# ---- stream_packet_receiver ----
stream_packet_receiver, a small window of the routed layout:
Scale bar: 10 µm. Window x 69 to 109, y 10 to 50 µm. Cells in grey, sequential cells in the stronger grey; small squares are vias.
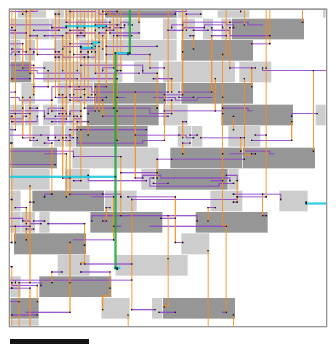
stream_packet_receiver, met1 routing:
Scale bar: 20 µm. Supply wires on this layer in grey.
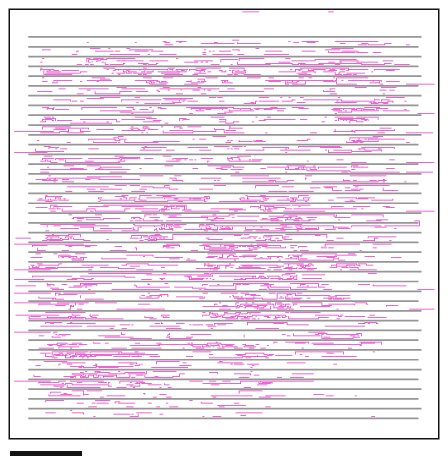
stream_packet_receiver, the metal 3 layer:
Scale bar: 20 µm.
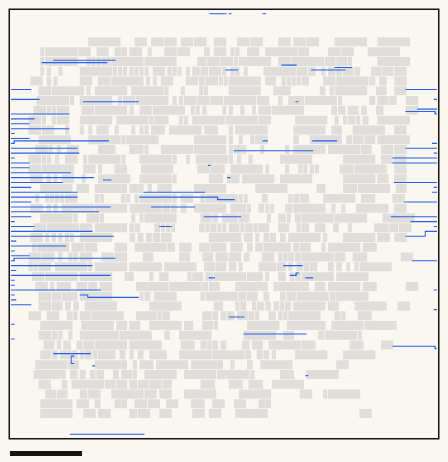
<file path="config.mk">
export PLATFORM = sky130hd
export DESIGN_NAME = stream_packet_receiver
export DESIGN_NICKNAME = d
export VERILOG_FILES = /design/src/rtl/stream_packet_receiver.sv
export SDC_FILE = /design/constraint.sdc
export NUM_CORES = 1
export LEC_CHECK = 0
export CORE_MARGIN = 5
export CORE_UTILIZATION = 50
export CTS_CLUSTER_DIAMETER = 40
export DETAILED_ROUTE_END_ITERATION = 7
export HOLD_SLACK_MARGIN = 0.12
export PLACE_DENSITY = 0.79
export SLEW_MARGIN = 20
export SYNTH_ARGS = -nofsm -noshare
export SYNTH_HDL_FRONTEND = slang
export SYNTH_SLANG_ARGS = --single-unit
</file>
<file path="constraint.sdc">
create_clock -name clk_200MHz -period 5.77 [get_ports clk_200MHz]
set_clock_uncertainty 0.2 [all_clocks]
set_input_delay 0.577 -clock clk_200MHz [delete_from_list [all_inputs] [get_ports clk_200MHz]]
set_output_delay 0.577 -clock clk_200MHz [all_outputs]
set_load 0.1 [all_outputs]
</file>
<file path="src/rtl/stream_packet_receiver.sv">
// Receive endpoint for UID-addressed packets: filters on destination UID, strips the
// header, forwards payload through a single output register and keeps traffic counters.
module stream_packet_receiver #(
    parameter logic [7:0]  LOCAL_UID   = 8'h02,
    parameter logic [7:0]  BCAST_UID   = 8'hFF,
    parameter int unsigned MAX_PAYLOAD = 1024
) (
    input  logic        clk_200MHz,
    input  logic        peripheral_reset,
    input  logic [31:0] s_tdata,
    input  logic        s_tlast,
    input  logic        s_tvalid,
    output logic        s_tready,
    output logic [31:0] m_tdata,
    output logic        m_tlast,
    output logic        m_tvalid,
    input  logic        m_tready,
    output logic [7:0]  m_tuser,
    output logic        pkt_done,
    output logic [15:0] pkt_len,
    output logic        err_pulse,
    output logic [1:0]  err_code,
    output logic [15:0] acc_cnt,
    output logic [15:0] drop_cnt
);

    typedef enum logic [1:0] {HEADER, PASS, DROP} state_t;

    localparam logic [15:0] MAX_LEN = 16'(MAX_PAYLOAD);

    state_t      state, state_next;
    logic [15:0] cnt;
    logic [15:0] cnt_inc;
    logic [15:0] beat_len;
    logic [7:0]  pend_uid;
    logic        uid_match;
    logic        pass_ready;
    logic        out_hs;
    logic        load;
    logic        hdr_take;
    logic        ev_accept;
    logic        ev_drop;
    logic        ev_empty;
    logic        ev_overlen;

    assign cnt_inc    = cnt + 16'd1;
    assign uid_match  = (s_tdata[31:24] == LOCAL_UID) || (s_tdata[31:24] == BCAST_UID);
    assign pass_ready = !m_tvalid || m_tready;
    assign out_hs     = m_tvalid && m_tready;

    always_ff @(posedge clk_200MHz or posedge peripheral_reset) begin
        if (peripheral_reset) state <= HEADER;
        else                  state <= state_next;
    end

    always_comb begin
        state_next = state;
        s_tready   = 1'b1;
        load       = 1'b0;
        hdr_take   = 1'b0;
        ev_accept  = 1'b0;
        ev_drop    = 1'b0;
        ev_empty   = 1'b0;
        ev_overlen = 1'b0;
        case (state)
            HEADER: begin
                if (s_tvalid) begin
                    if (s_tlast) begin
                        ev_empty = 1'b1;
                        ev_drop  = 1'b1;
                    end else if (uid_match) begin
                        hdr_take   = 1'b1;
                        state_next = PASS;
                    end else begin
                        ev_drop    = 1'b1;
                        state_next = DROP;
                    end
                end
            end
            PASS: begin
                s_tready = pass_ready;
                if (s_tvalid && pass_ready) begin
                    load = 1'b1;
                    if (s_tlast) begin
                        ev_accept  = 1'b1;
                        state_next = HEADER;
                    end else if (cnt_inc == MAX_LEN) begin
                        ev_accept  = 1'b1;
                        ev_overlen = 1'b1;
                        state_next = DROP;
                    end
                end
            end
            DROP: begin
                if (s_tvalid && s_tlast) state_next = HEADER;
            end
            default: state_next = HEADER;
        endcase
    end

    // TX_UID waits in pend_uid so the previous packet's m_tuser survives until it drains.
    always_ff @(posedge clk_200MHz or posedge peripheral_reset) begin
        if (peripheral_reset) begin
            m_tvalid  <= 1'b0;
            m_tdata   <= '0;
            m_tlast   <= 1'b0;
            m_tuser   <= '0;
            pend_uid  <= '0;
            beat_len  <= '0;
            cnt       <= '0;
            pkt_done  <= 1'b0;
            pkt_len   <= '0;
            err_pulse <= 1'b0;
            err_code  <= '0;
            acc_cnt   <= '0;
            drop_cnt  <= '0;
        end else begin
            if (hdr_take) begin
                pend_uid <= s_tdata[23:16];
                cnt      <= '0;
            end
            if (load) begin
                m_tvalid <= 1'b1;
                m_tdata  <= s_tdata;
                m_tlast  <= s_tlast || (cnt_inc == MAX_LEN);
                m_tuser  <= pend_uid;
                beat_len <= cnt_inc;
                cnt      <= cnt_inc;
            end else if (out_hs) begin
                m_tvalid <= 1'b0;
            end
            pkt_done <= out_hs && m_tlast;
            if (out_hs && m_tlast) pkt_len <= beat_len;
            err_pulse <= ev_empty || ev_overlen;
            if (ev_empty)        err_code <= 2'd1;
            else if (ev_overlen) err_code <= 2'd2;
            if (ev_accept) acc_cnt  <= acc_cnt + 16'd1;
            if (ev_drop)   drop_cnt <= drop_cnt + 16'd1;
        end
    end

endmodule
</file>
==> Changelog: implementation <==
### Changed

* Slew margin rel. at 30.8%
* Ys async rst share at 100%
* GRT Total Usage at just under 20%
* TritonCTS clock tree: yes
* Diode count at 0
* FP Core Util at 51.6%
* Number of flops mapped to enable cells by yosys at 0
* Placed instance area at 7330 µm²
* # DRC at 0
* Post-Syn Area at around 6000 µm²
* Synthesized area per cell at around 10 µm²
* Hold Crit Depth at 2
* R2R Setup Slk at about 2.4 ns
* Die Y at ~120 µm
* Fin cells at 860
* Cell Pwr Density at around 300 nW/µm²
* Max-slew violations at 0
* Status: finished, final reports clean
* Combinational share of cell area at 30.3%
* Initial antenna violation count at 0
* # rows at 39
* CP endpoint kind: flip-flop
* FMAX at 0.298 GHz
* Crit. Startpoint: cnt[0]
* Largest cell class: flip-flops and latches
* Metal3 WL at 879 µm
* Fraction of cell area in non-clock buffers at between 10% and 20%
* PostCTS Resize Cnt at 0
About 'a small window of the routed layout' of stream_packet_receiver:
| colour | layer |
|---|---|
| orange | M2 |
| green | M4 |
| cyan | M3 |
| purple | M1 |
most frequent: dfrtp_1 (17), o21ai_0 (10), nand2_1 (7)
cells with their middle in the window: 68
sequential cells in the window: 17
netlist names of flops here include: beat_len (6), pkt_len (6), cnt (4)

About 'met1 routing' of stream_packet_receiver:
main direction: horizontal
longest straight run: 22.5 µm
wire length on this layer: 5600 µm
Via Count: 4524
drt total wl: 13.3 mm

About 'the metal 3 layer' of stream_packet_receiver:
main direction: horizontal
longest straight run: 28.3 µm
GR met3 Demand/Resource: 6.54%

-- sequential cells by signal, summed over array words and instances, names as in the netlist --
name	cells
m_tuser	8
acc_cnt	16
err_pulse	1
drop_cnt	16
cnt	16
m_tdata	32
err_code	2
beat_len	16
pend_uid	8
state	2
m_tlast	1
m_tvalid	1
pkt_len	16
pkt_done	1
-- power by group --
part	switching, W	internal (W)
Combinational	0.000210	0.0000757
Sequential	0.0000226	0.000977
Clock	0.000387	0.000676
Total	0.000620	0.00173
-- cells by family (layout without fill, tap and decap cells) --
| group | Yosys count | count (layout) | share of synthesized area, % |
|---|---|---|---|
| and+or+nand+nor | 274 | 274 | 21.2 |
| DFF | 136 | 136 | 57.3 |
| AOI/OAI and AO/OA | 61 | 61 | 6.46 |
| xor gates and xnor gates | 46 | 46 | 6.91 |
| buffers and inverters | 36 | 171 | 2.61 |
| muxes | 25 | 25 | 4.74 |
| adders and majority gates | 4 | 4 | 0.842 |
-- per-layer routing --
metal / up-vias / track usage (%)
met1: 2183 / 23.6
li1: 2199 / -
met5: - / 0
met2: 121 / 31.1
met3: 21 / 6.54
met4: 0 / 8.76

# ---- dmem_arbiter ----
===== src/rtl/dmem_arbiter.sv =====
// dmem_arbiter: round-robin arbiter and sequencer that shares one
// single-port data RAM between the CPU and debug/loader ports.
module dmem_arbiter #(
  parameter int AW = 7,
  parameter int DW = 32
) (
  input  logic          clk,
  input  logic          rstn,
  input  logic          m0_req,
  input  logic          m0_we,
  input  logic [AW-1:0] m0_addr,
  input  logic [DW-1:0] m0_wdata,
  output logic          m0_ack,
  output logic [DW-1:0] m0_rdata,
  output logic          m0_wait,
  input  logic          m1_req,
  input  logic          m1_we,
  input  logic [AW-1:0] m1_addr,
  input  logic [DW-1:0] m1_wdata,
  output logic          m1_ack,
  output logic [DW-1:0] m1_rdata,
  output logic          m1_wait,
  output logic [AW-1:0] ram_addr,
  output logic [DW-1:0] ram_data_in,
  output logic          ram_we,
  input  logic [DW-1:0] ram_data_out
);

  typedef enum logic [1:0] {
    IDLE,
    ISSUE,
    RESP
  } state_e;

  state_e          state_q, state_d;
  logic            last_q, last_d;
  logic            cur_q, cur_d;
  logic            we_q, we_d;
  logic [AW-1:0]   addr_q, addr_d;
  logic [DW-1:0]   wdata_q, wdata_d;
  logic            win;

  // State, grant history and latched RAM command
  always_ff @(posedge clk or negedge rstn) begin
    if (!rstn) begin
      state_q <= IDLE;
      last_q  <= 1'b1;
      cur_q   <= 1'b0;
      we_q    <= 1'b0;
      addr_q  <= '0;
      wdata_q <= '0;
    end else begin
      state_q <= state_d;
      last_q  <= last_d;
      cur_q   <= cur_d;
      we_q    <= we_d;
      addr_q  <= addr_d;
      wdata_q <= wdata_d;
    end
  end

  // Arbitrate in IDLE, strobe the RAM in ISSUE, ack in RESP
  always_comb begin
    state_d = state_q;
    last_d  = last_q;
    cur_d   = cur_q;
    we_d    = 1'b0;
    addr_d  = addr_q;
    wdata_d = wdata_q;
    win     = 1'b0;
    case (state_q)
      IDLE: begin
        if (m0_req || m1_req) begin
          // on contention the port not served last goes next
          win     = (m0_req && m1_req) ? ~last_q : m1_req;
          state_d = ISSUE;
          cur_d   = win;
          last_d  = win;
          we_d    = win ? m1_we    : m0_we;
          addr_d  = win ? m1_addr  : m0_addr;
          wdata_d = win ? m1_wdata : m0_wdata;
        end
      end
      ISSUE:   state_d = RESP;
      RESP:    state_d = IDLE;
      default: state_d = IDLE;
    endcase
  end

  assign ram_we      = we_q;
  assign ram_addr    = addr_q;
  assign ram_data_in = wdata_q;

  assign m0_ack   = (state_q == RESP) && !cur_q;
  assign m1_ack   = (state_q == RESP) &&  cur_q;
  assign m0_wait  = m0_req && !m0_ack;
  assign m1_wait  = m1_req && !m1_ack;
  assign m0_rdata = ram_data_out;
  assign m1_rdata = ram_data_out;

endmodule


===== config.mk =====
export PLATFORM = sky130hd
export DESIGN_NAME = dmem_arbiter
export DESIGN_NICKNAME = d
export VERILOG_FILES = /design/src/rtl/dmem_arbiter.sv
export SDC_FILE = /design/constraint.sdc
export NUM_CORES = 1
export LEC_CHECK = 0
export CAP_MARGIN = 20
export CELL_PAD_IN_SITES_DETAIL_PLACEMENT = 0
export CELL_PAD_IN_SITES_GLOBAL_PLACEMENT = 2
export CORE_ASPECT_RATIO = 1.4
export CORE_MARGIN = 4
export CORE_UTILIZATION = 17
export DETAILED_ROUTE_END_ITERATION = 16
export PLACE_DENSITY = 0.92
export SYNTH_ARGS = -nofsm -noshare
export SYNTH_HDL_FRONTEND = slang
export SYNTH_SLANG_ARGS = --single-unit

===== constraint.sdc =====
create_clock -name clk -period 2.6 [get_ports clk]
set_input_delay 0.78 -clock clk [delete_from_list [all_inputs] [get_ports clk]]
set_output_delay 0.78 -clock clk [all_outputs]
set_load 0.02 [all_outputs]

dmem_arbiter, routing congestion map:
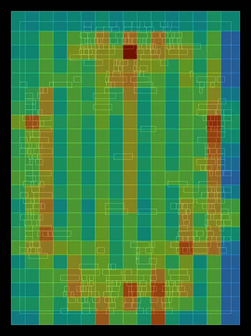
busiest grt layer: met2
GR met3 Demand/Resource: 2.62%
routed len/inst: 14.7 µm
routing usage on met2: 16.9%
GRT Total Usage: 9.13%

dmem_arbiter, met1 routing:
Scale bar: 20 µm. Supply wires on this layer in grey.
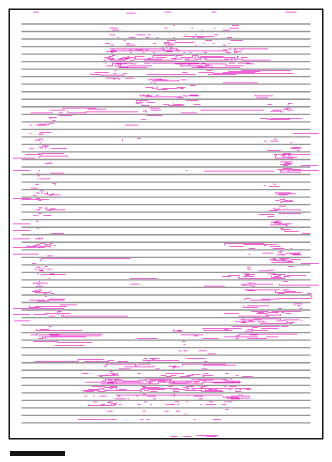
main direction: horizontal
longest straight run: 42.3 µm
nets with wire on the layer: 373
Via Count: 2299
drt total wl: 8.14 mm
grt met1 use: 9.01%

dmem_arbiter, gate-type map:
Scale bar: 20 µm.
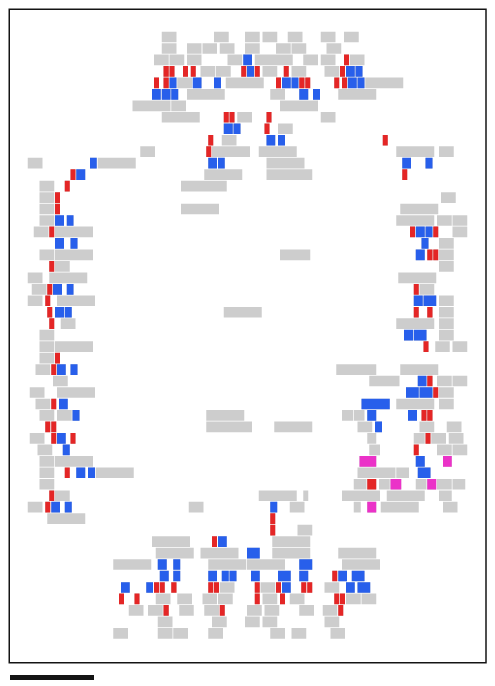
| colour | family | cells | where |
|---|---|---|---|
| red | nand cells | 81 | widely spread |
| magenta | nor cells | 5 | lower right |
| blue | aoi and oai cells | 82 | widely spread |
combinational share of cell area: 23.4%
fin cells: 552
most numerous logic cell after layout: clkdlybuf4s50_1

==> Changelog: implementation <==
### Changed

* Critical Path Sink: m1_wait
* Placed Instances at ~540
* Max-slew violations at 0
* Synth cell count leaders: 80 x nand2_1, 64 x buf_4, 43 x dfrtp_1
* Worst EP required at between 1.5 and 2 ns
* Tightest Hold Check Type: in -> async
* Area delta synth->final at 45.5%
* Final hold violations at 0
* Dominant flop cell: dfrtp_1
* Cell Pwr Density at 1150 nW/µm²
* Max incr delay on CP at roughly 0.50 ns
* IO Pins at around 220
* Worst-path clk slew at about 0.070 ns
* FP Core Util at roughly 17%
* Layout cells sized above 1 at under 10%
* FMAX at just under 0.4 GHz
* Grt total ovfl at 0
* Port bufs at between 100 and 150
* Clock Path Buffers at 2
* Ys cells at 302
* Metal3 WL at about 600 µm
* Global-route wire length before repair at approximately 13 mm
* Placer Congestion at 0.698
* Synth warnings at 0
* Reg2reg start: state_q[0]
* Status: finished, final reports clean
* VDD IR max at roughly 0.5 mV
* Net Count, Synth at between 400 and 500
-- through the flow --
step                      hold slack [ns]  util, %
after floorplan                     0.450        -
after global placement              0.499     23.8
after detailed placement            0.517     23.8
after CTS                           0.484     25.2
after global routing                0.499     25.2
final                               0.471     25.2
-- critical path, delay by kind of cell --
family	cells	cell delay (ns)
buffers and inverters	2	0.83
and+or+nand+nor	1	0.13
-- logic make-up after synthesis --
group,synth area share [%]
flops,42.2
buf+inv,24.2
compound gates,20.0
simple gates,13.6
-- what timing repair did --
item | in CTS | in global routing
setup endpoints to repair | 2 | 0
resized | 2 | 0
setup buffers | 0 | 0
-- layout make-up --
| class | instances | area (µm²) |
|---|---|---|
| sequential | 44 | 1100 |
| multi-input combinational | 172 | 890 |
| fill | 1632 | 11300 |
| inverter | 1 | 3.75 |
| clock inverter | 3 | 90.1 |
| clock buffer | 5 | 125 |
| timing repair buffer | 135 | 1350 |
| tap | 192 | 240 |
-- where the power goes --
group	switching (W)	total, W	leakage [nW]	internal (W)
registers	0.000221	0.00126	0.497	0.00104
clock network	0.000286	0.000934	0.104	0.000648
logic	0.00119	0.00218	0.888	0.000986
total	0.00170	0.00437	1.49	0.00268

# ---- instruction_fetch_unit_flat ----
instruction_fetch_unit_flat, routing congestion map:
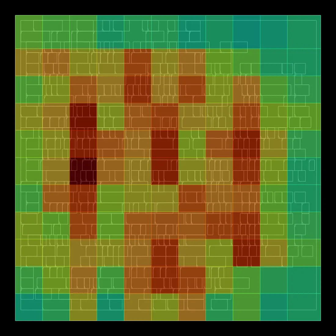
instruction_fetch_unit_flat, gate-type map:
Scale bar: 20 µm.
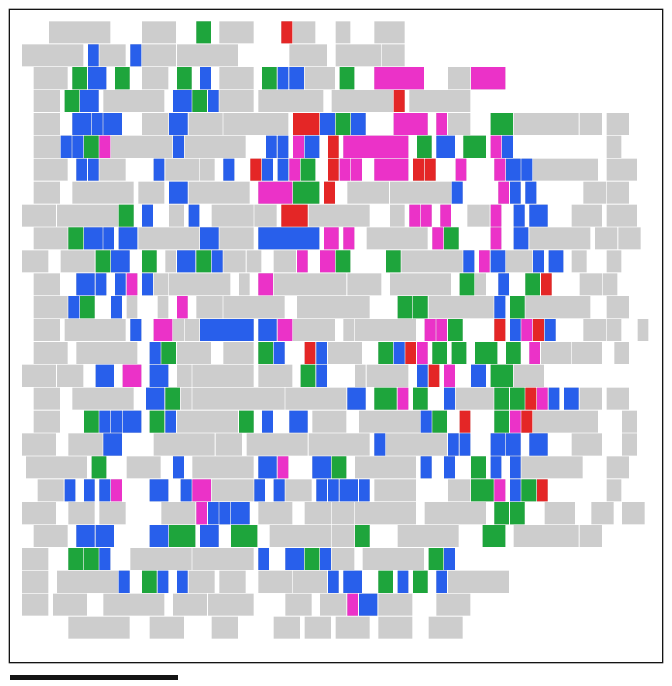
[config.mk]
export PLATFORM = sky130hd
export DESIGN_NAME = instruction_fetch_unit_flat
export DESIGN_NICKNAME = d
export VERILOG_FILES = /design/src/rtl/fetch_pkg.sv /design/src/rtl/instruction_fetch_unit_if.sv /design/src/rtl/fetch_pc_register.sv /design/src/rtl/instruction_fetch_unit.sv /design/src/flat_wrapper.sv
export SDC_FILE = /design/constraint.sdc
export NUM_CORES = 1
export LEC_CHECK = 0
export ABC_AREA = 1
export ABC_CLOCK_PERIOD_IN_PS = 1600
export CAP_MARGIN = 20
export CORE_UTILIZATION = 45
export CTS_BUF_LIST = sky130_fd_sc_hd__clkbuf_8
export CTS_CLUSTER_SIZE = 8
export DETAILED_ROUTE_END_ITERATION = 12
export GPL_TIMING_DRIVEN = 0
export PLACE_DENSITY = 0.82
export SLEW_MARGIN = 30
export SYNTH_ARGS = -nofsm -noshare
export SYNTH_HDL_FRONTEND = slang
export SYNTH_SLANG_ARGS = --single-unit
[constraint.sdc]
create_clock -name clk -period 1.6 [get_ports clk]
set_clock_uncertainty 0.1 [all_clocks]
set_input_delay 0.4 -clock clk [delete_from_list [all_inputs] [get_ports clk]]
set_output_delay 0.4 -clock clk [all_outputs]
set_load 0.05 [all_outputs]
[src/rtl/fetch_pkg.sv]
// Shared types and constants for the instruction fetch front end.
// The package holds the FSM state encoding and the NOP/HALT words.
package fetch_pkg;

    typedef enum logic [1:0] {
        ST_IDLE   = 2'd0,
        ST_FETCH  = 2'd1,
        ST_ISSUE  = 2'd2,
        ST_HALTED = 2'd3
    } fetch_state_e;

    localparam logic [31:0] NOP_WORD          = 32'h0000_0000;
    localparam logic [31:0] DEFAULT_HALT_WORD = 32'hFFFF_FFFF;

    // Wide enough for a hold window of up to 15 cycles.
    localparam int CNT_WIDTH = 4;

endpackage

[src/rtl/instruction_fetch_unit_if.sv]
// Bus bundle between the fetch unit, instruction memory, datapath and control unit.
// The master side is the fetch unit; the slave side is its environment.
interface instruction_fetch_unit_if #(
    parameter int SIZE       = 32,
    parameter int ADDR_WIDTH = 8
);
    import fetch_pkg::*;

    // Memory handshake: im_read stays high with im_addr stable until an im_valid
    // cycle; the edge that sees im_read and im_valid both high consumes im_data.
    logic                  im_read;
    logic [ADDR_WIDTH-1:0] im_addr;
    logic [SIZE-1:0]       im_data;
    logic                  im_valid;

    logic                  branch_en;
    logic [ADDR_WIDTH-1:0] branch_target;

    logic [SIZE-1:0]       instruction;
    logic                  instr_valid;
    logic [ADDR_WIDTH-1:0] pc;
    logic                  halted;
    fetch_state_e          dbg_state;

    modport master (
        output im_read, im_addr, instruction, instr_valid, pc, halted, dbg_state,
        input  im_data, im_valid, branch_en, branch_target
    );

    modport slave (
        input  im_read, im_addr, instruction, instr_valid, pc, halted, dbg_state,
        output im_data, im_valid, branch_en, branch_target
    );

endinterface

[src/rtl/fetch_pc_register.sv]
// Program counter with wrap-around increment, plus the branch latch that
// remembers the last redirect seen during the current instruction window.
module fetch_pc_register #(
    parameter int ADDR_WIDTH = 8
) (
    input  logic                  clk,
    input  logic                  reset,
    input  logic                  branch_en_i,
    input  logic [ADDR_WIDTH-1:0] branch_target_i,
    input  logic                  advance_i,
    output logic [ADDR_WIDTH-1:0] pc_o
);

    logic [ADDR_WIDTH-1:0] pc_q, pc_d;
    logic [ADDR_WIDTH-1:0] tgt_q, tgt_d;
    logic                  br_q, br_d;

    always_ff @(posedge clk) begin
        if (reset) begin
            pc_q  <= '0;
            tgt_q <= '0;
            br_q  <= 1'b0;
        end else begin
            pc_q  <= pc_d;
            tgt_q <= tgt_d;
            br_q  <= br_d;
        end
    end

    // A redirect arriving on the final issue cycle goes straight into the PC.
    always_comb begin
        pc_d  = pc_q;
        tgt_d = tgt_q;
        br_d  = br_q;
        if (advance_i) begin
            if (branch_en_i) begin
                pc_d = branch_target_i;
            end else if (br_q) begin
                pc_d = tgt_q;
            end else begin
                pc_d = pc_q + 1'b1;
            end
            br_d = 1'b0;
        end else if (branch_en_i) begin
            br_d  = 1'b1;
            tgt_d = branch_target_i;
        end
    end

    assign pc_o = pc_q;

endmodule

[src/rtl/instruction_fetch_unit.sv]
// Fetches instruction words, holds each for CYCLES_PER_INSTR cycles for the
// control unit, applies datapath branch redirects and stops on HALT_WORD.
module instruction_fetch_unit
    import fetch_pkg::*;
#(
    parameter int              SIZE             = 32,
    parameter int              ADDR_WIDTH       = 8,
    parameter int              CYCLES_PER_INSTR = 4,
    parameter logic [SIZE-1:0] HALT_WORD        = SIZE'(DEFAULT_HALT_WORD)
) (
    input logic                      clk,
    input logic                      reset,
    input logic                      start,
    instruction_fetch_unit_if.master bus
);

    localparam logic [CNT_WIDTH-1:0] LAST_COUNT = CNT_WIDTH'(CYCLES_PER_INSTR - 1);

    fetch_state_e          state_q, state_d;
    logic [CNT_WIDTH-1:0]  cnt_q, cnt_d;
    logic [SIZE-1:0]       instr_q, instr_d;
    logic                  last_issue;
    logic                  issue_branch;
    logic [ADDR_WIDTH-1:0] pc;

    always_ff @(posedge clk) begin
        if (reset) begin
            state_q <= ST_IDLE;
            cnt_q   <= '0;
            instr_q <= SIZE'(NOP_WORD);
        end else begin
            state_q <= state_d;
            cnt_q   <= cnt_d;
            instr_q <= instr_d;
        end
    end

    always_comb begin
        state_d    = state_q;
        cnt_d      = cnt_q;
        instr_d    = instr_q;
        last_issue = 1'b0;
        unique case (state_q)
            ST_IDLE: begin
                if (start) state_d = ST_FETCH;
            end
            ST_FETCH: begin
                if (bus.im_valid) begin
                    // A HALT word is never shown to the control unit.
                    if (bus.im_data == HALT_WORD) begin
                        state_d = ST_HALTED;
                    end else begin
                        instr_d = bus.im_data;
                        cnt_d   = '0;
                        state_d = ST_ISSUE;
                    end
                end
            end
            ST_ISSUE: begin
                cnt_d = cnt_q + 1'b1;
                if (cnt_q == LAST_COUNT) begin
                    last_issue = 1'b1;
                    state_d    = ST_FETCH;
                end
            end
            ST_HALTED: begin
                state_d = ST_HALTED;
            end
            default: begin
                state_d = ST_IDLE;
            end
        endcase
    end

    assign issue_branch = (state_q == ST_ISSUE) && bus.branch_en;

    fetch_pc_register #(
        .ADDR_WIDTH(ADDR_WIDTH)
    ) u_pc (
        .clk            (clk),
        .reset          (reset),
        .branch_en_i    (issue_branch),
        .branch_target_i(bus.branch_target),
        .advance_i      (last_issue),
        .pc_o           (pc)
    );

    assign bus.im_read     = (state_q == ST_FETCH);
    assign bus.im_addr     = pc;
    assign bus.pc          = pc;
    assign bus.instruction = instr_q;
    assign bus.instr_valid = (state_q == ST_ISSUE);
    assign bus.halted      = (state_q == ST_HALTED);
    assign bus.dbg_state   = state_q;

endmodule

[src/flat_wrapper.sv]
// flat-port wrapper written by rule: the top's interface ports become plain ports
module instruction_fetch_unit_flat import fetch_pkg::*;
#(
    parameter int              SIZE             = 32,
    parameter int              ADDR_WIDTH       = 8,
    parameter int              CYCLES_PER_INSTR = 4,
    parameter logic [SIZE-1:0] HALT_WORD        = SIZE'(DEFAULT_HALT_WORD)
)
  (clk, reset, start, bus_im_read, bus_im_addr, bus_instruction, bus_instr_valid, bus_pc, bus_halted, bus_dbg_state, bus_im_data, bus_im_valid, bus_branch_en, bus_branch_target);
  instruction_fetch_unit_if #(.SIZE(SIZE), .ADDR_WIDTH(ADDR_WIDTH)) bus_i ();
  input logic clk;
  input logic reset;
  input logic start;
  output wire logic [$bits(bus_i.im_read)-1:0] bus_im_read;
  output wire logic [$bits(bus_i.im_addr)-1:0] bus_im_addr;
  output wire logic [$bits(bus_i.instruction)-1:0] bus_instruction;
  output wire logic [$bits(bus_i.instr_valid)-1:0] bus_instr_valid;
  output wire logic [$bits(bus_i.pc)-1:0] bus_pc;
  output wire logic [$bits(bus_i.halted)-1:0] bus_halted;
  output wire logic [$bits(bus_i.dbg_state)-1:0] bus_dbg_state;
  input wire logic [$bits(bus_i.im_data)-1:0] bus_im_data;
  input wire logic [$bits(bus_i.im_valid)-1:0] bus_im_valid;
  input wire logic [$bits(bus_i.branch_en)-1:0] bus_branch_en;
  input wire logic [$bits(bus_i.branch_target)-1:0] bus_branch_target;
  assign bus_im_read = bus_i.im_read;
  assign bus_im_addr = bus_i.im_addr;
  assign bus_instruction = bus_i.instruction;
  assign bus_instr_valid = bus_i.instr_valid;
  assign bus_pc = bus_i.pc;
  assign bus_halted = bus_i.halted;
  assign bus_dbg_state = bus_i.dbg_state;
  assign bus_i.im_data = bus_im_data;
  assign bus_i.im_valid = bus_im_valid;
  assign bus_i.branch_en = bus_branch_en;
  assign bus_i.branch_target = bus_branch_target;
  instruction_fetch_unit #(.SIZE(SIZE), .ADDR_WIDTH(ADDR_WIDTH), .CYCLES_PER_INSTR(CYCLES_PER_INSTR), .HALT_WORD(HALT_WORD)) u_core (.clk(clk), .reset(reset), .start(start), .bus(bus_i));
endmodule
==> Changelog: implementation <==
### Changed

* Port bufs at approximately 95
* Clock Path Buffers at 2
* Pin count of the biggest net entering global routing at 17
* Total of max-cap violations at 0
* Pwr top: sequential cells
* Final WS setup at -0.0580 ns
* CP Buf/Inv Count at 3
* Worst reg2reg path depth at 8
* Power in the clock group at between 0.0009 and 0.001 W
* # DRC at 0
* Biggest area cells: dfxtp_1 43%, nand2_1 12%, nand4_1 8.3%, a21oi_1 8.2%, nor2_1 5.7%
* Routed len/inst at 14.1 µm
* GRT Total Usage at about 25%
* Synth cell count leaders: 82 x nand2_1, 55 x dfxtp_1, 42 x a21oi_1
* Synthesized area per cell at between 7 and 8 µm²
* CP max stage cell: dfxtp_4
* Switching Fraction at 31.2%
* Drt total wl at around 7.6 mm
* Clk root buf: clkbuf_8
* Synth top cell by count: nand2_1
* CP max FO at 8
* Fin Hold WS at 0.368 ns
* Setup violators final at 1
* Synth logic family: simple AND/OR/NAND/NOR gates
* Synth Area in Adders at less than 1%
* IO Pins at ~98
* Routed vias/inst at 5.33
* Max incr delay on CP at approximately 0.40 ns
* Seq cells post-synth at around 55
* Grt met1 use at between 20% and 30%
* WP data arrival at between 1 and 1.5 ns
* Dominant flop cell: dfxtp_1
* Status: finished, violations left
* DP Wirelength at around 5.2 mm
* Hold-fix buffers, CTS at 0
* Reg power frac at 45.3%
* Failing checks: setup timing
* Hold Crit Start: u_core.bus.instruction[15]
About 'routing congestion map' of instruction_fetch_unit_flat:
fin util: 70.8%
GR met3 Demand/Resource: 6.59%
busiest grt layer: met2

About 'gate-type map' of instruction_fetch_unit_flat:
| colour | family | cells |
|---|---|---|
| red | inv cells | 20 |
| magenta | nor cells | 48 |
| green | aoi and oai cells | 67 |
| blue | nand cells | 132 |
combinational share of cell area: 32.8%
fin cells: 543
most numerous logic cell after layout: nand2_1

-- worst max-delay path by stage --
| stage | cells past startpoint | endpoint |
|---|---|---|
| detailed placement | 4 | bus_im_read |
| finish | 4 | bus_im_read |
| global route | 4 | bus_im_read |
| global placement | 4 | bus_im_read |
| CTS | 4 | bus_im_read |
| floorplan | 3 | bus_im_read |
-- cell type report --
| type | count | area, µm² | share of cell area, % |
|---|---|---|---|
| Buffer | 28 | 175 | 4.49 |
| Clock buffer | 6 | 82.6 | 2.12 |
| Inverter | 20 | 85.1 | 2.18 |
| Multi-Input combinational cell | 250 | 1280 | 32.8 |
| Tap cell | 72 | 90.1 | 2.31 |
| Clock inverter | 2 | 35.0 | 0.898 |
| Timing Repair Buffer | 110 | 1030 | 26.5 |
| Sequential cell | 55 | 1120 | 28.7 |
-- registers in the layout, summed over array words and instances, names as in the netlist --
signal                  count
u_core.u_pc.pc_o            8
u_core.u_pc.br_q            1
u_core.bus.dbg_state        2
u_core.bus.instruction     32
u_core.u_pc.tgt_q           8
u_core.cnt_q                4
-- layer usage --
layer | share of wire, % | vias up
met2 | 50 | 128
met3 | 7.8 | 12
met4 | 1.4 | 0
li1 | - | 1421
met1 | 40 | 1332
met5 | 0 | -

# ---- instr_fetch_unit_flat ----
instr_fetch_unit_flat, met1 routing:
Scale bar: 20 µm. Supply wires on this layer in grey.
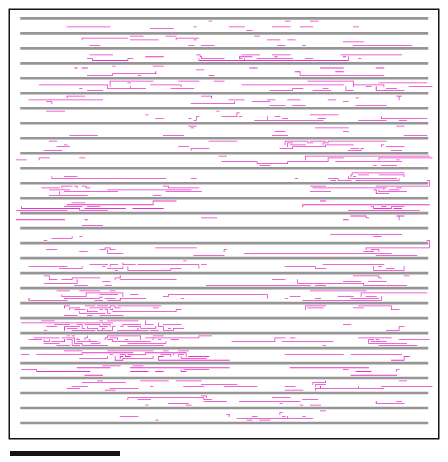
instr_fetch_unit_flat, routing congestion map:
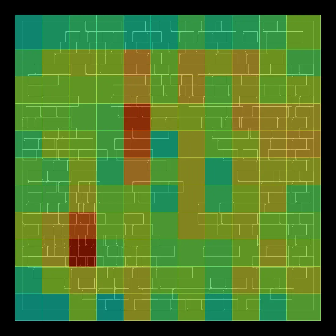
`config.mk`:
```
export PLATFORM = sky130hd
export DESIGN_NAME = instr_fetch_unit_flat
export DESIGN_NICKNAME = d
export VERILOG_FILES = /design/src/rtl/fetch_pkg.sv /design/src/rtl/instr_fetch_unit_if.sv /design/src/rtl/fetch_pc_counter.sv /design/src/rtl/instr_fetch_unit.sv /design/src/flat_wrapper.sv
export SDC_FILE = /design/constraint.sdc
export NUM_CORES = 1
export LEC_CHECK = 0
export ABC_CLOCK_PERIOD_IN_PS = 1570
export CAP_MARGIN = 20
export CORE_MARGIN = 1.5
export CORE_UTILIZATION = 35
export DETAILED_ROUTE_END_ITERATION = 7
export PLACE_DENSITY = 0.76
export SLEW_MARGIN = 20
export SYNTH_ARGS = -nofsm -noshare
export SYNTH_HDL_FRONTEND = slang
export SYNTH_SLANG_ARGS = --single-unit
```
`constraint.sdc`:
```
create_clock -name clk -period 1.57 [get_ports clk]
set_input_delay 0.2355 -clock clk [delete_from_list [all_inputs] [get_ports clk]]
set_output_delay 0.2355 -clock clk [all_outputs]
set_load 0.01 [all_outputs]
```
`src/rtl/fetch_pkg.sv`:
```
// Shared definitions for the instruction fetch stage: default widths, the
// reset PC, the halt word and the fetch state encoding.
package fetch_pkg;

  localparam int DEFAULT_PC_W     = 6;
  localparam int DEFAULT_INSTR_W  = 32;
  localparam int DEFAULT_RESET_PC = 0;

  // The instruction memory returns all zeros for out-of-range addresses,
  // so an all-zero word doubles as the halt marker when halt detection is on.
  localparam logic [DEFAULT_INSTR_W-1:0] HALT_WORD = '0;

  typedef enum logic {
    RUN    = 1'b0,
    HALTED = 1'b1
  } fetch_state_e;

  // True when the fetched word is the halt marker.
  function automatic logic isHaltWord(input logic [DEFAULT_INSTR_W-1:0] word);
    return word == HALT_WORD;
  endfunction

endpackage

```
`src/rtl/instr_fetch_unit_if.sv`:
```
// Bundle between the fetch stage, the instruction memory and decode.
// The master side is the fetch unit; the slave side is memory plus decode.
interface instr_fetch_unit_if
  import fetch_pkg::*;
#(
  parameter int PC_W    = DEFAULT_PC_W,
  parameter int INSTR_W = DEFAULT_INSTR_W
);

  logic [PC_W-1:0]    imem_addr;
  logic [INSTR_W-1:0] imem_data;
  logic               out_valid;
  logic               out_ready;
  logic [INSTR_W-1:0] out_instr;
  logic [PC_W-1:0]    out_pc;

  modport master (
    output imem_addr,
    input  imem_data,
    output out_valid,
    input  out_ready,
    output out_instr,
    output out_pc
  );

  modport slave (
    input  imem_addr,
    output imem_data,
    input  out_valid,
    output out_ready,
    input  out_instr,
    input  out_pc
  );

endinterface

```
`src/rtl/fetch_pc_counter.sv`:
```
// Program counter register: load wins over increment, otherwise hold.
// Incrementing past the top address wraps naturally to zero.
module fetch_pc_counter
  import fetch_pkg::*;
#(
  parameter int              PC_W     = DEFAULT_PC_W,
  parameter logic [PC_W-1:0] RESET_PC = PC_W'(DEFAULT_RESET_PC)
) (
  input  logic            clk,
  input  logic            rst,
  input  logic            load_i,
  input  logic [PC_W-1:0] loadPc_i,
  input  logic            inc_i,
  output logic [PC_W-1:0] pc_o
);

  logic [PC_W-1:0] pcQ;
  logic [PC_W-1:0] pcD;

  // Next PC: redirect target, sequential successor, or unchanged.
  always_comb begin
    pcD = pcQ;
    if (load_i) begin
      pcD = loadPc_i;
    end else if (inc_i) begin
      pcD = pcQ + PC_W'(1);
    end
  end

  // PC register, returns to the reset PC immediately on reset.
  always_ff @(posedge clk or posedge rst) begin
    if (rst) begin
      pcQ <= RESET_PC;
    end else begin
      pcQ <= pcD;
    end
  end

  assign pc_o = pcQ;

endmodule

```
`src/rtl/instr_fetch_unit.sv`:
```
// Instruction fetch stage: drives the instruction memory address from the PC
// and registers the returned word for decode behind a valid/ready handshake.
// Redirects flush the output register and reload the PC.
// Optional halt detection is enabled by defining FETCH_HALT_DETECT_EN.
module instr_fetch_unit
  import fetch_pkg::*;
#(
  parameter int              PC_W     = DEFAULT_PC_W,
  parameter int              INSTR_W  = DEFAULT_INSTR_W,
  parameter logic [PC_W-1:0] RESET_PC = PC_W'(DEFAULT_RESET_PC)
) (
  input  logic               clk,
  input  logic               rst,
  input  logic               fetch_en_i,
  input  logic               redirect_valid_i,
  input  logic [PC_W-1:0]    redirect_pc_i,
  output logic               halted_o,
  instr_fetch_unit_if.master bus
);

  logic [PC_W-1:0]    pcQ;
  fetch_state_e       stateQ;
  logic               outValidQ;
  logic [INSTR_W-1:0] outInstrQ;
  logic [PC_W-1:0]    outPcQ;

  logic canAccept;
  logic capReq;
  logic haltHit;
  logic capture;

  // Program counter: redirect loads the target, a real capture advances it.
  fetch_pc_counter #(
    .PC_W     (PC_W),
    .RESET_PC (RESET_PC)
  ) u_pc (
    .clk      (clk),
    .rst      (rst),
    .load_i   (redirect_valid_i),
    .loadPc_i (redirect_pc_i),
    .inc_i    (capture),
    .pc_o     (pcQ)
  );

  // Capture qualification; a halt word suppresses the capture itself.
  always_comb begin
    canAccept = !outValidQ || bus.out_ready;
    capReq    = (stateQ == RUN) && fetch_en_i && !redirect_valid_i && canAccept;
`ifdef FETCH_HALT_DETECT_EN
    haltHit   = capReq && isHaltWord(bus.imem_data);
`else
    haltHit   = 1'b0;
`endif
    capture   = capReq && !haltHit;
  end

  // Handshake register and run/halt FSM: redirect > capture > drain > hold.
  always_ff @(posedge clk or posedge rst) begin
    if (rst) begin
      stateQ    <= RUN;
      outValidQ <= 1'b0;
      outInstrQ <= '0;
      outPcQ    <= '0;
    end else if (redirect_valid_i) begin
      stateQ    <= RUN;
      outValidQ <= 1'b0;
    end else if (capture) begin
      outValidQ <= 1'b1;
      outInstrQ <= bus.imem_data;
      outPcQ    <= pcQ;
    end else begin
      if (outValidQ && bus.out_ready) begin
        outValidQ <= 1'b0;
      end
      if (haltHit) begin
        stateQ <= HALTED;
      end
    end
  end

  assign bus.imem_addr = pcQ;
  assign bus.out_valid = outValidQ;
  assign bus.out_instr = outInstrQ;
  assign bus.out_pc    = outPcQ;

`ifdef FETCH_HALT_DETECT_EN
  assign halted_o = (stateQ == HALTED);
`else
  assign halted_o = 1'b0;
`endif

endmodule

```
`src/flat_wrapper.sv`:
```
// flat-port wrapper written by rule: the top's interface ports become plain ports
module instr_fetch_unit_flat import fetch_pkg::*;
#(
  parameter int              PC_W     = DEFAULT_PC_W,
  parameter int              INSTR_W  = DEFAULT_INSTR_W,
  parameter logic [PC_W-1:0] RESET_PC = PC_W'(DEFAULT_RESET_PC)
)
  (clk, rst, fetch_en_i, redirect_valid_i, redirect_pc_i, halted_o, bus_imem_addr, bus_imem_data, bus_out_valid, bus_out_ready, bus_out_instr, bus_out_pc);
  instr_fetch_unit_if #(.PC_W(PC_W), .INSTR_W(INSTR_W)) bus_i ();
  input  logic clk;
  input  logic rst;
  input  logic fetch_en_i;
  input  logic redirect_valid_i;
  input  logic [PC_W-1:0] redirect_pc_i;
  output logic halted_o;
  output wire logic [$bits(bus_i.imem_addr)-1:0] bus_imem_addr;
  input wire logic [$bits(bus_i.imem_data)-1:0] bus_imem_data;
  output wire logic [$bits(bus_i.out_valid)-1:0] bus_out_valid;
  input wire logic [$bits(bus_i.out_ready)-1:0] bus_out_ready;
  output wire logic [$bits(bus_i.out_instr)-1:0] bus_out_instr;
  output wire logic [$bits(bus_i.out_pc)-1:0] bus_out_pc;
  assign bus_imem_addr = bus_i.imem_addr;
  assign bus_i.imem_data = bus_imem_data;
  assign bus_out_valid = bus_i.out_valid;
  assign bus_i.out_ready = bus_out_ready;
  assign bus_out_instr = bus_i.out_instr;
  assign bus_out_pc = bus_i.out_pc;
  instr_fetch_unit #(.PC_W(PC_W), .INSTR_W(INSTR_W), .RESET_PC(RESET_PC)) u_core (.clk(clk), .rst(rst), .fetch_en_i(fetch_en_i), .redirect_valid_i(redirect_valid_i), .redirect_pc_i(redirect_pc_i), .halted_o(halted_o), .bus(bus_i));
endmodule
```
==> Changelog: implementation <==
### Changed

* Grt total ovfl at 0
* Reg power frac at roughly 46%
* Total of max-cap violations at 0
* Status: finished, final reports clean
* Basic Gates by Area at 6.79%
* Final WS setup at a little over 0.05 ns
* Diode count at 0
* Area delta synth->final at 57.1%
* Reg2reg start: u_core.bus.out_valid
* Num CTS Buffers at 5
* Synth warnings at 0
* Setup violators final at 0
* Sequential Power at 0.00147 W
* Max incr delay on CP at 0.55 ns
* Cell Pwr Density at between 1000 and 1500 nW/µm²
* Combinational power at about 0.001 W
* Clk root buf: clkbuf_8
* Most numerous logic cell after layout: clkdlybuf4s50_1
* Placed Instances at ~300
* Tightest Hold Check Type: in -> async
Notes on 'met1 routing' of instr_fetch_unit_flat above:
main direction: horizontal
longest straight run: 27.1 µm
wire length on this layer: 1930 µm
nets with wire on the layer: 223
share of all routed wire: 45%
Via Count: 1417
grt met1 use: 19.5%
drt total wl: 4.31 mm

Notes on 'routing congestion map' of instr_fetch_unit_flat above:
routing usage on met2: 23.4%
busiest grt layer: met2

-- area by class of cell --
class / instances / area [µm²]
Clock buffer: 7 / 96.3
Tap cell: 72 / 90.1
Fill cell: 454 / 2370
Timing Repair Buffer: 100 / 996
Multi-Input combinational cell: 74 / 733
Clock inverter: 1 / 5.00
Sequential cell: 45 / 1130
Inverter: 4 / 15.0
-- metrics by stage --
step | util, % | TNS (ns) | hold slack (ns) | cell area, µm²
after floorplan | - | 0 | 0.299 | 1950
after global placement | 54.2 | -6.14 | 0.490 | 2950
after detailed placement | 54.2 | -6.95 | 0.493 | 2950
after CTS | 56.3 | 0 | 0.303 | 3060
after global routing | 56.4 | 0 | 0.328 | 3070
final | 56.4 | 0 | 0.301 | 3070
-- logic make-up (layout without fill, tap and decap cells) --
logic type	Yosys count	after routing
flip-flops	45	45
multiplexers	38	38
AND/OR/NAND/NOR	22	22
AND-OR/OR-AND	12	12
buffers and inverters	10	112
adder cells (fa/ha/maj)	1	1
other	1	1
-- sequential cells by signal, indices dropped and copies added, names as in the netlist --
register,count
u_core.bus.out_pc,6
u_core.u_pc.pc_o,6
u_core.bus.out_instr,32
u_core.bus.out_valid,1

# ---- uart_tx_mmio ----
--- config.mk ---
export PLATFORM = sky130hd
export DESIGN_NAME = uart_tx_mmio
export DESIGN_NICKNAME = d
export VERILOG_FILES = /design/src/rtl/uart_tx_mmio.sv
export SDC_FILE = /design/constraint.sdc
export NUM_CORES = 1
export LEC_CHECK = 0
export CAP_MARGIN = 20
export CORE_ASPECT_RATIO = 1.25
export CORE_MARGIN = 2
export CORE_UTILIZATION = 53
export CTS_BUF_LIST = sky130_fd_sc_hd__clkbuf_4 sky130_fd_sc_hd__clkbuf_8 sky130_fd_sc_hd__clkbuf_16
export DETAILED_ROUTE_END_ITERATION = 16
export PLACE_DENSITY = 0.94
export SETUP_SLACK_MARGIN = 0.05
export SLEW_MARGIN = 5
export SYNTH_ARGS = -nofsm -noshare
export SYNTH_HDL_FRONTEND = slang
export SYNTH_SLANG_ARGS = --single-unit
export TNS_END_PERCENT = 20
--- constraint.sdc ---
create_clock -name clk -period 5.1 [get_ports clk]
set_input_delay 1.53 -clock clk [delete_from_list [all_inputs] [get_ports clk]]
set_output_delay 1.53 -clock clk [all_outputs]
set_load 0.01 [all_outputs]
--- src/rtl/uart_tx_mmio.sv ---
// uart_tx_mmio: memory-mapped 8N1 UART transmitter with a small circular TX FIFO.
// Snoops cpu store traffic; TXDATA at BASE+0 queues a byte, STATUS at BASE+4
// reads back FIFO/FSM state and clears the sticky overflow flag on store.
`timescale 1ns/1ps

module uart_tx_mmio #(
   parameter int unsigned CLKS_PER_BIT = 16,
   parameter logic [31:0] BASE_ADDR    = 32'h0000_1000,
   parameter int unsigned FIFO_DEPTH   = 4
) (
   input  logic        clk,
   input  logic        reset_n,
   input  logic        mem_wr_sig,
   input  logic [31:0] mem_addr,
   input  logic [31:0] mem_wr_data,
   output logic        hit,
   output logic [31:0] rd_data,
   output logic        tx
);

   localparam int AW = $clog2(FIFO_DEPTH);
   localparam int CW = AW + 1;

   localparam logic [1:0] ST_IDLE  = 2'd0;
   localparam logic [1:0] ST_START = 2'd1;
   localparam logic [1:0] ST_DATA  = 2'd2;
   localparam logic [1:0] ST_STOP  = 2'd3;

   localparam logic [15:0] BIT_LAST = 16'(CLKS_PER_BIT - 1);

   logic [7:0]    fifo_mem [FIFO_DEPTH];
   logic [AW-1:0] rd_ptr_reg, wr_ptr_reg;
   logic [CW-1:0] count_reg;
   logic          overflow_reg;

   logic [1:0]    state_reg, state_next;
   logic [15:0]   bit_cnt_reg, bit_cnt_next;
   logic [2:0]    bit_idx_reg, bit_idx_next;
   logic [7:0]    shift_reg, shift_next;
   logic          tx_reg, tx_next;

   logic          sel_data, sel_status;
   logic          fifo_full, fifo_empty;
   logic          push, pop;
   logic          busy;
   logic [31:0]   count_wide;
   logic [2:0]    count_sat;
   logic          unused_bits;

   assign sel_data    = (mem_addr == BASE_ADDR);
   assign sel_status  = (mem_addr == (BASE_ADDR + 32'd4));
   assign fifo_full   = (count_reg == CW'(FIFO_DEPTH));
   assign fifo_empty  = (count_reg == '0);
   // Full is judged on pre-edge state, so a push racing a pop on a full FIFO is dropped.
   assign push        = mem_wr_sig & sel_data & ~fifo_full;
   assign busy        = (state_reg != ST_IDLE);
   assign unused_bits = ^mem_wr_data[31:8];

   // Status word decode; occupancy is saturated to fit the 3-bit field.
   always_comb begin
      count_wide = 32'(count_reg);
      count_sat  = (count_wide > 32'd7) ? 3'd7 : count_wide[2:0];
      hit        = sel_data | sel_status;
      rd_data    = 32'd0;
      if (sel_status)
         rd_data = {25'd0, count_sat, overflow_reg, busy, fifo_empty, fifo_full};
   end

   // Transmit FSM next-state logic; the head byte is popped straight into the shift register.
   always_comb begin
      state_next   = state_reg;
      bit_cnt_next = bit_cnt_reg;
      bit_idx_next = bit_idx_reg;
      shift_next   = shift_reg;
      pop          = 1'b0;
      case (state_reg)
         ST_IDLE: begin
            if (!fifo_empty) begin
               pop          = 1'b1;
               shift_next   = fifo_mem[rd_ptr_reg];
               state_next   = ST_START;
               bit_cnt_next = BIT_LAST;
            end
         end
         ST_START: begin
            if (bit_cnt_reg == 16'd0) begin
               state_next   = ST_DATA;
               bit_cnt_next = BIT_LAST;
               bit_idx_next = 3'd0;
            end else begin
               bit_cnt_next = bit_cnt_reg - 16'd1;
            end
         end
         ST_DATA: begin
            if (bit_cnt_reg == 16'd0) begin
               shift_next   = {1'b0, shift_reg[7:1]};
               bit_cnt_next = BIT_LAST;
               if (bit_idx_reg == 3'd7)
                  state_next = ST_STOP;
               else
                  bit_idx_next = bit_idx_reg + 3'd1;
            end else begin
               bit_cnt_next = bit_cnt_reg - 16'd1;
            end
         end
         ST_STOP: begin
            if (bit_cnt_reg == 16'd0) begin
               if (!fifo_empty) begin
                  // Chain straight into the next frame with no idle gap.
                  pop          = 1'b1;
                  shift_next   = fifo_mem[rd_ptr_reg];
                  state_next   = ST_START;
                  bit_cnt_next = BIT_LAST;
               end else begin
                  state_next = ST_IDLE;
               end
            end else begin
               bit_cnt_next = bit_cnt_reg - 16'd1;
            end
         end
         default: state_next = ST_IDLE;
      endcase
   end

   // Line level is derived from the next state so tx can be registered without lag.
   always_comb begin
      tx_next = 1'b1;
      case (state_next)
         ST_START: tx_next = 1'b0;
         ST_DATA:  tx_next = shift_next[0];
         default:  tx_next = 1'b1;
      endcase
   end

   // FIFO storage; contents need no reset since count gates every read.
   always_ff @(posedge clk) begin
      if (push)
         fifo_mem[wr_ptr_reg] <= mem_wr_data[7:0];
   end

   // FIFO pointers, occupancy and sticky overflow flag.
   always_ff @(posedge clk or negedge reset_n) begin
      if (!reset_n) begin
         rd_ptr_reg   <= '0;
         wr_ptr_reg   <= '0;
         count_reg    <= '0;
         overflow_reg <= 1'b0;
      end else begin
         if (push)
            wr_ptr_reg <= AW'(wr_ptr_reg + 1'b1);
         if (pop)
            rd_ptr_reg <= AW'(rd_ptr_reg + 1'b1);
         case ({push, pop})
            2'b10:   count_reg <= count_reg + CW'(1);
            2'b01:   count_reg <= count_reg - CW'(1);
            default: count_reg <= count_reg;
         endcase
         if (mem_wr_sig && sel_data && fifo_full)
            overflow_reg <= 1'b1;
         else if (mem_wr_sig && sel_status)
            overflow_reg <= 1'b0;
      end
   end

   // Transmit FSM state, bit timing and serial output register.
   always_ff @(posedge clk or negedge reset_n) begin
      if (!reset_n) begin
         state_reg   <= ST_IDLE;
         bit_cnt_reg <= 16'd0;
         bit_idx_reg <= 3'd0;
         shift_reg   <= 8'd0;
         tx_reg      <= 1'b1;
      end else begin
         state_reg   <= state_next;
         bit_cnt_reg <= bit_cnt_next;
         bit_idx_reg <= bit_idx_next;
         shift_reg   <= shift_next;
         tx_reg      <= tx_next;
      end
   end

   assign tx = tx_reg;

endmodule

uart_tx_mmio, met1 routing:
Scale bar: 20 µm. Supply wires on this layer in grey.
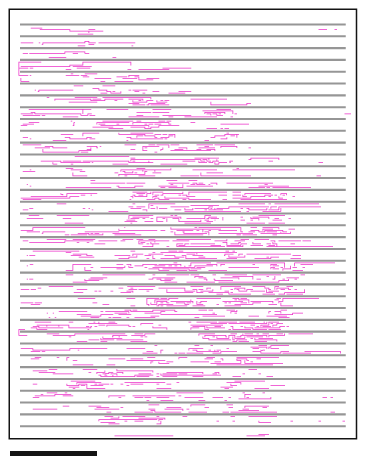
wire length on this layer: 3110 µm
share of all routed wire: 39%
Via Count: 2812
grt met1 use: 24.8%
drt total wl: 8.02 mm

==> Changelog: implementation <==
### Changed

* Cell Pwr Density at about 300 nW/µm²
* CP max stage cell: clkdlybuf4s50_1
* Final hold violations at 0
* Worst-Margin Slew at slightly below 0.9 ns
* Synth Area in Adders at roughly 4.8%
* Most frequent cells in the layout: 44 x clkdlybuf4s50_1, 37 x dfrtp_1, 32 x edfxtp_1
* Die Y at around 99 µm
* Die width at roughly 80 µm
* Static leakage at ~1.9 nW
* Worst Clk Skew at 0.00632 ns
* Layout cells sized above 1 at 9.25%
* Fin util at 65.1%
* Late-Pin Clk Latency at approximately 0.35 ns
* Basic Gates by Area at 13.8%
* Synth cell count leaders: 37 x dfrtp_1, 32 x edfxtp_1, 26 x nand2_1, 26 x o21ai_0, 25 x buf_4
* Largest register FFs at 32
* Busiest grt layer: met2
* Fin cells at around 500
* Seq cells post-synth at approximately 70
* DP Wirelength at between 5 and 6 mm
* Ys async rst share at 54.3%
* H-tree levels at 3
* # DRC at 0
* Slew margin rel. at 42.1%
* FP Core Util at about 55%
* Unique cell types at between 50 and 60
* TritonCTS clock tree: yes
* FMAX at roughly 0.2 GHz
* Max-slew violations at 0
* Setup violators final at 0
* Area share, top type at approximately a quarter
* Nets at about 480
* Unrepaired setup endpoints after global routing: yes
* Core Region at between 6000 and 7000 µm²
* Area fraction in mux cells at roughly 5.6%
* Status: finished, final reports clean
* Synth top cell by count: dfrtp_1
* Placer Congestion at ~0.81
* Hold Crit Start: bit_cnt_reg[15]
* Synth Seq Share at between 50 and 60%
uart_tx_mmio, a small window of the routed layout:
Scale bar: 10 µm. Window x 40 to 80, y 5 to 45 µm. Cells in grey, sequential cells in the stronger grey; small squares are vias.
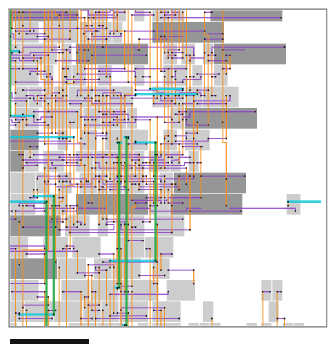
| colour | layer |
|---|---|
| purple | M1 |
| orange | M2 |
| cyan | M3 |
| green | M4 |
cells with their middle in the window: 109
sequential cells in the window: 11
most frequent: clkdlybuf4s50_1 (17), dfrtp_1 (11), nor2_1 (9)
netlist names of flops here include: bit_cnt_reg (10), state_reg (1)

-- per-stage QoR --
stage | area, µm² | power (W)
floorplan | 3880 | 0.000793
global placement | 4260 | 0.000844
detailed placement | 4260 | 0.000853
CTS | 4490 | 0.00136
global route | 4520 | 0.00141
finish | 4520 | 0.00136
-- where the power goes --
group / total (W) / internal (W) / switching, W
combinational: 0.000148 / 0.0000834 / 0.0000645
sequential: 0.000697 / 0.000649 / 0.0000487
clock: 0.000513 / 0.000282 / 0.000231
total: 0.00136 / 0.00101 / 0.000344
-- layer usage --
layer  vias to the layer above  routed length (µm)
li1                       1331                   -
met1                      1379                3110
met2                        73                4370
met3                        29                 272
met4                         0                 263
met5                         -                   0
-- timing repair --
action	4_1_cts	5_1_grt
gates resized	0	7
hold buffers	0	0
setup endpoints to repair	0	7
-- final cells by class --
cell class                      instances  area [µm²]
Fill cell                             503        2420
Sequential cell                        70        1910
Multi-Input combinational cell        246        1670
Timing Repair Buffer                   54         543
Clock buffer                            9         124
Tap cell                               90         113
Clock inverter                          7         104
Inverter                               14        52.6
-- critical path: cells and delay by family --
family	cells	cell delay [ns]
buf+inv	3	1.14
simple gates	4	0.76


==> screenshots <==
Gate-type map.
Scale bar: 20 µm.
panel A
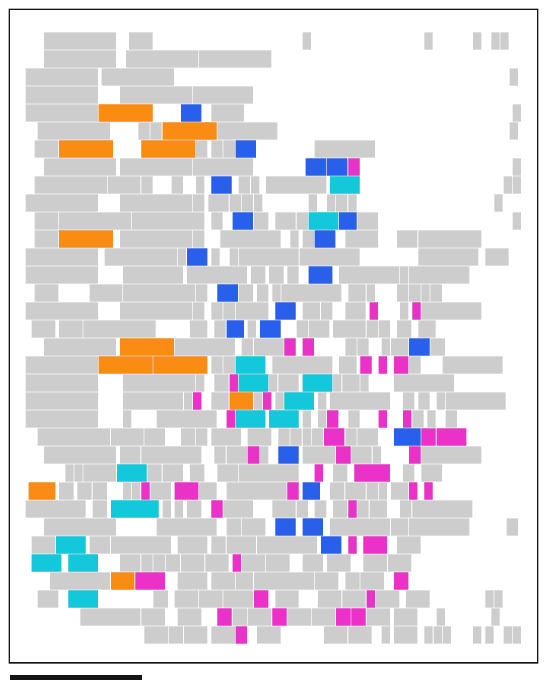
panel B
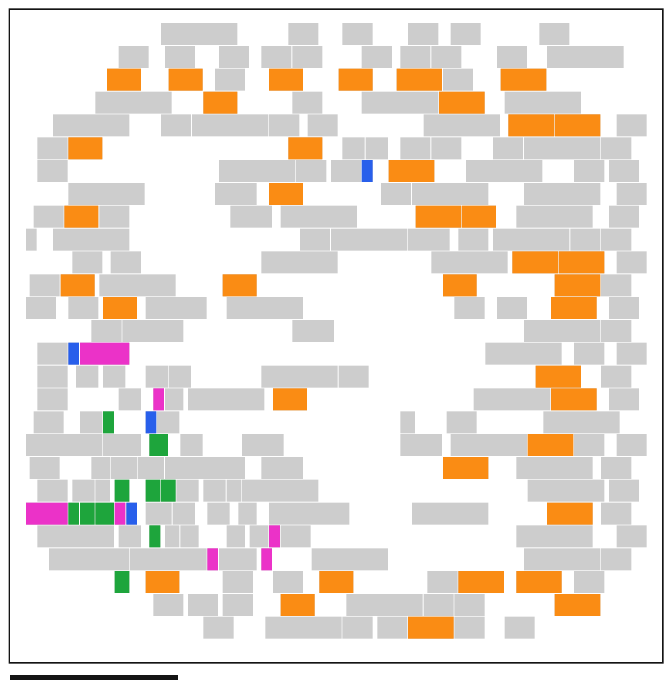
panel C
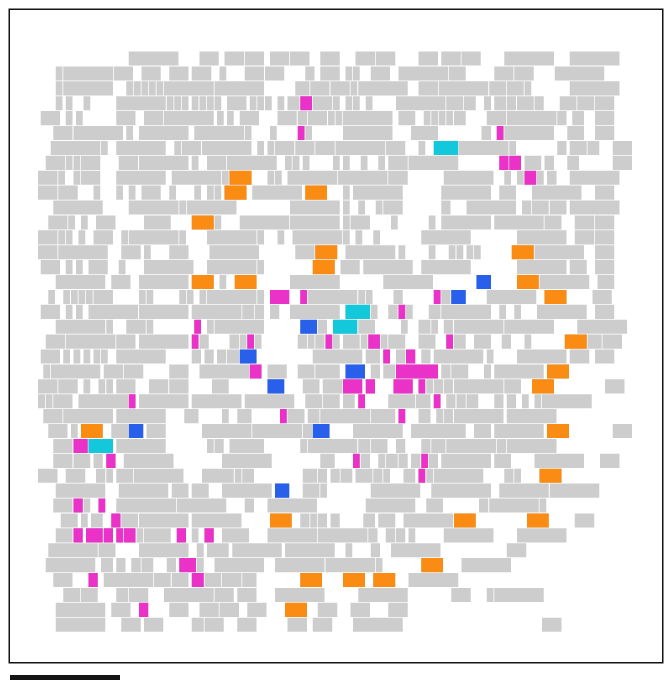
Panel C is stream_packet_receiver.
Panel B is instr_fetch_unit_flat.
Panel A is uart_tx_mmio.
- smallest die: panel B
- largest die: panel C

Key to panel A:
| colour | family | cells |
|---|---|---|
| orange | mux cells | 11 |
| cyan | fa/ha/maj cells | 14 |
| blue | non-inverting ao/oa cells | 21 |
| magenta | nor cells | 42 |

Power figures rest on the tool's default switching activity, not on a simulated workload.
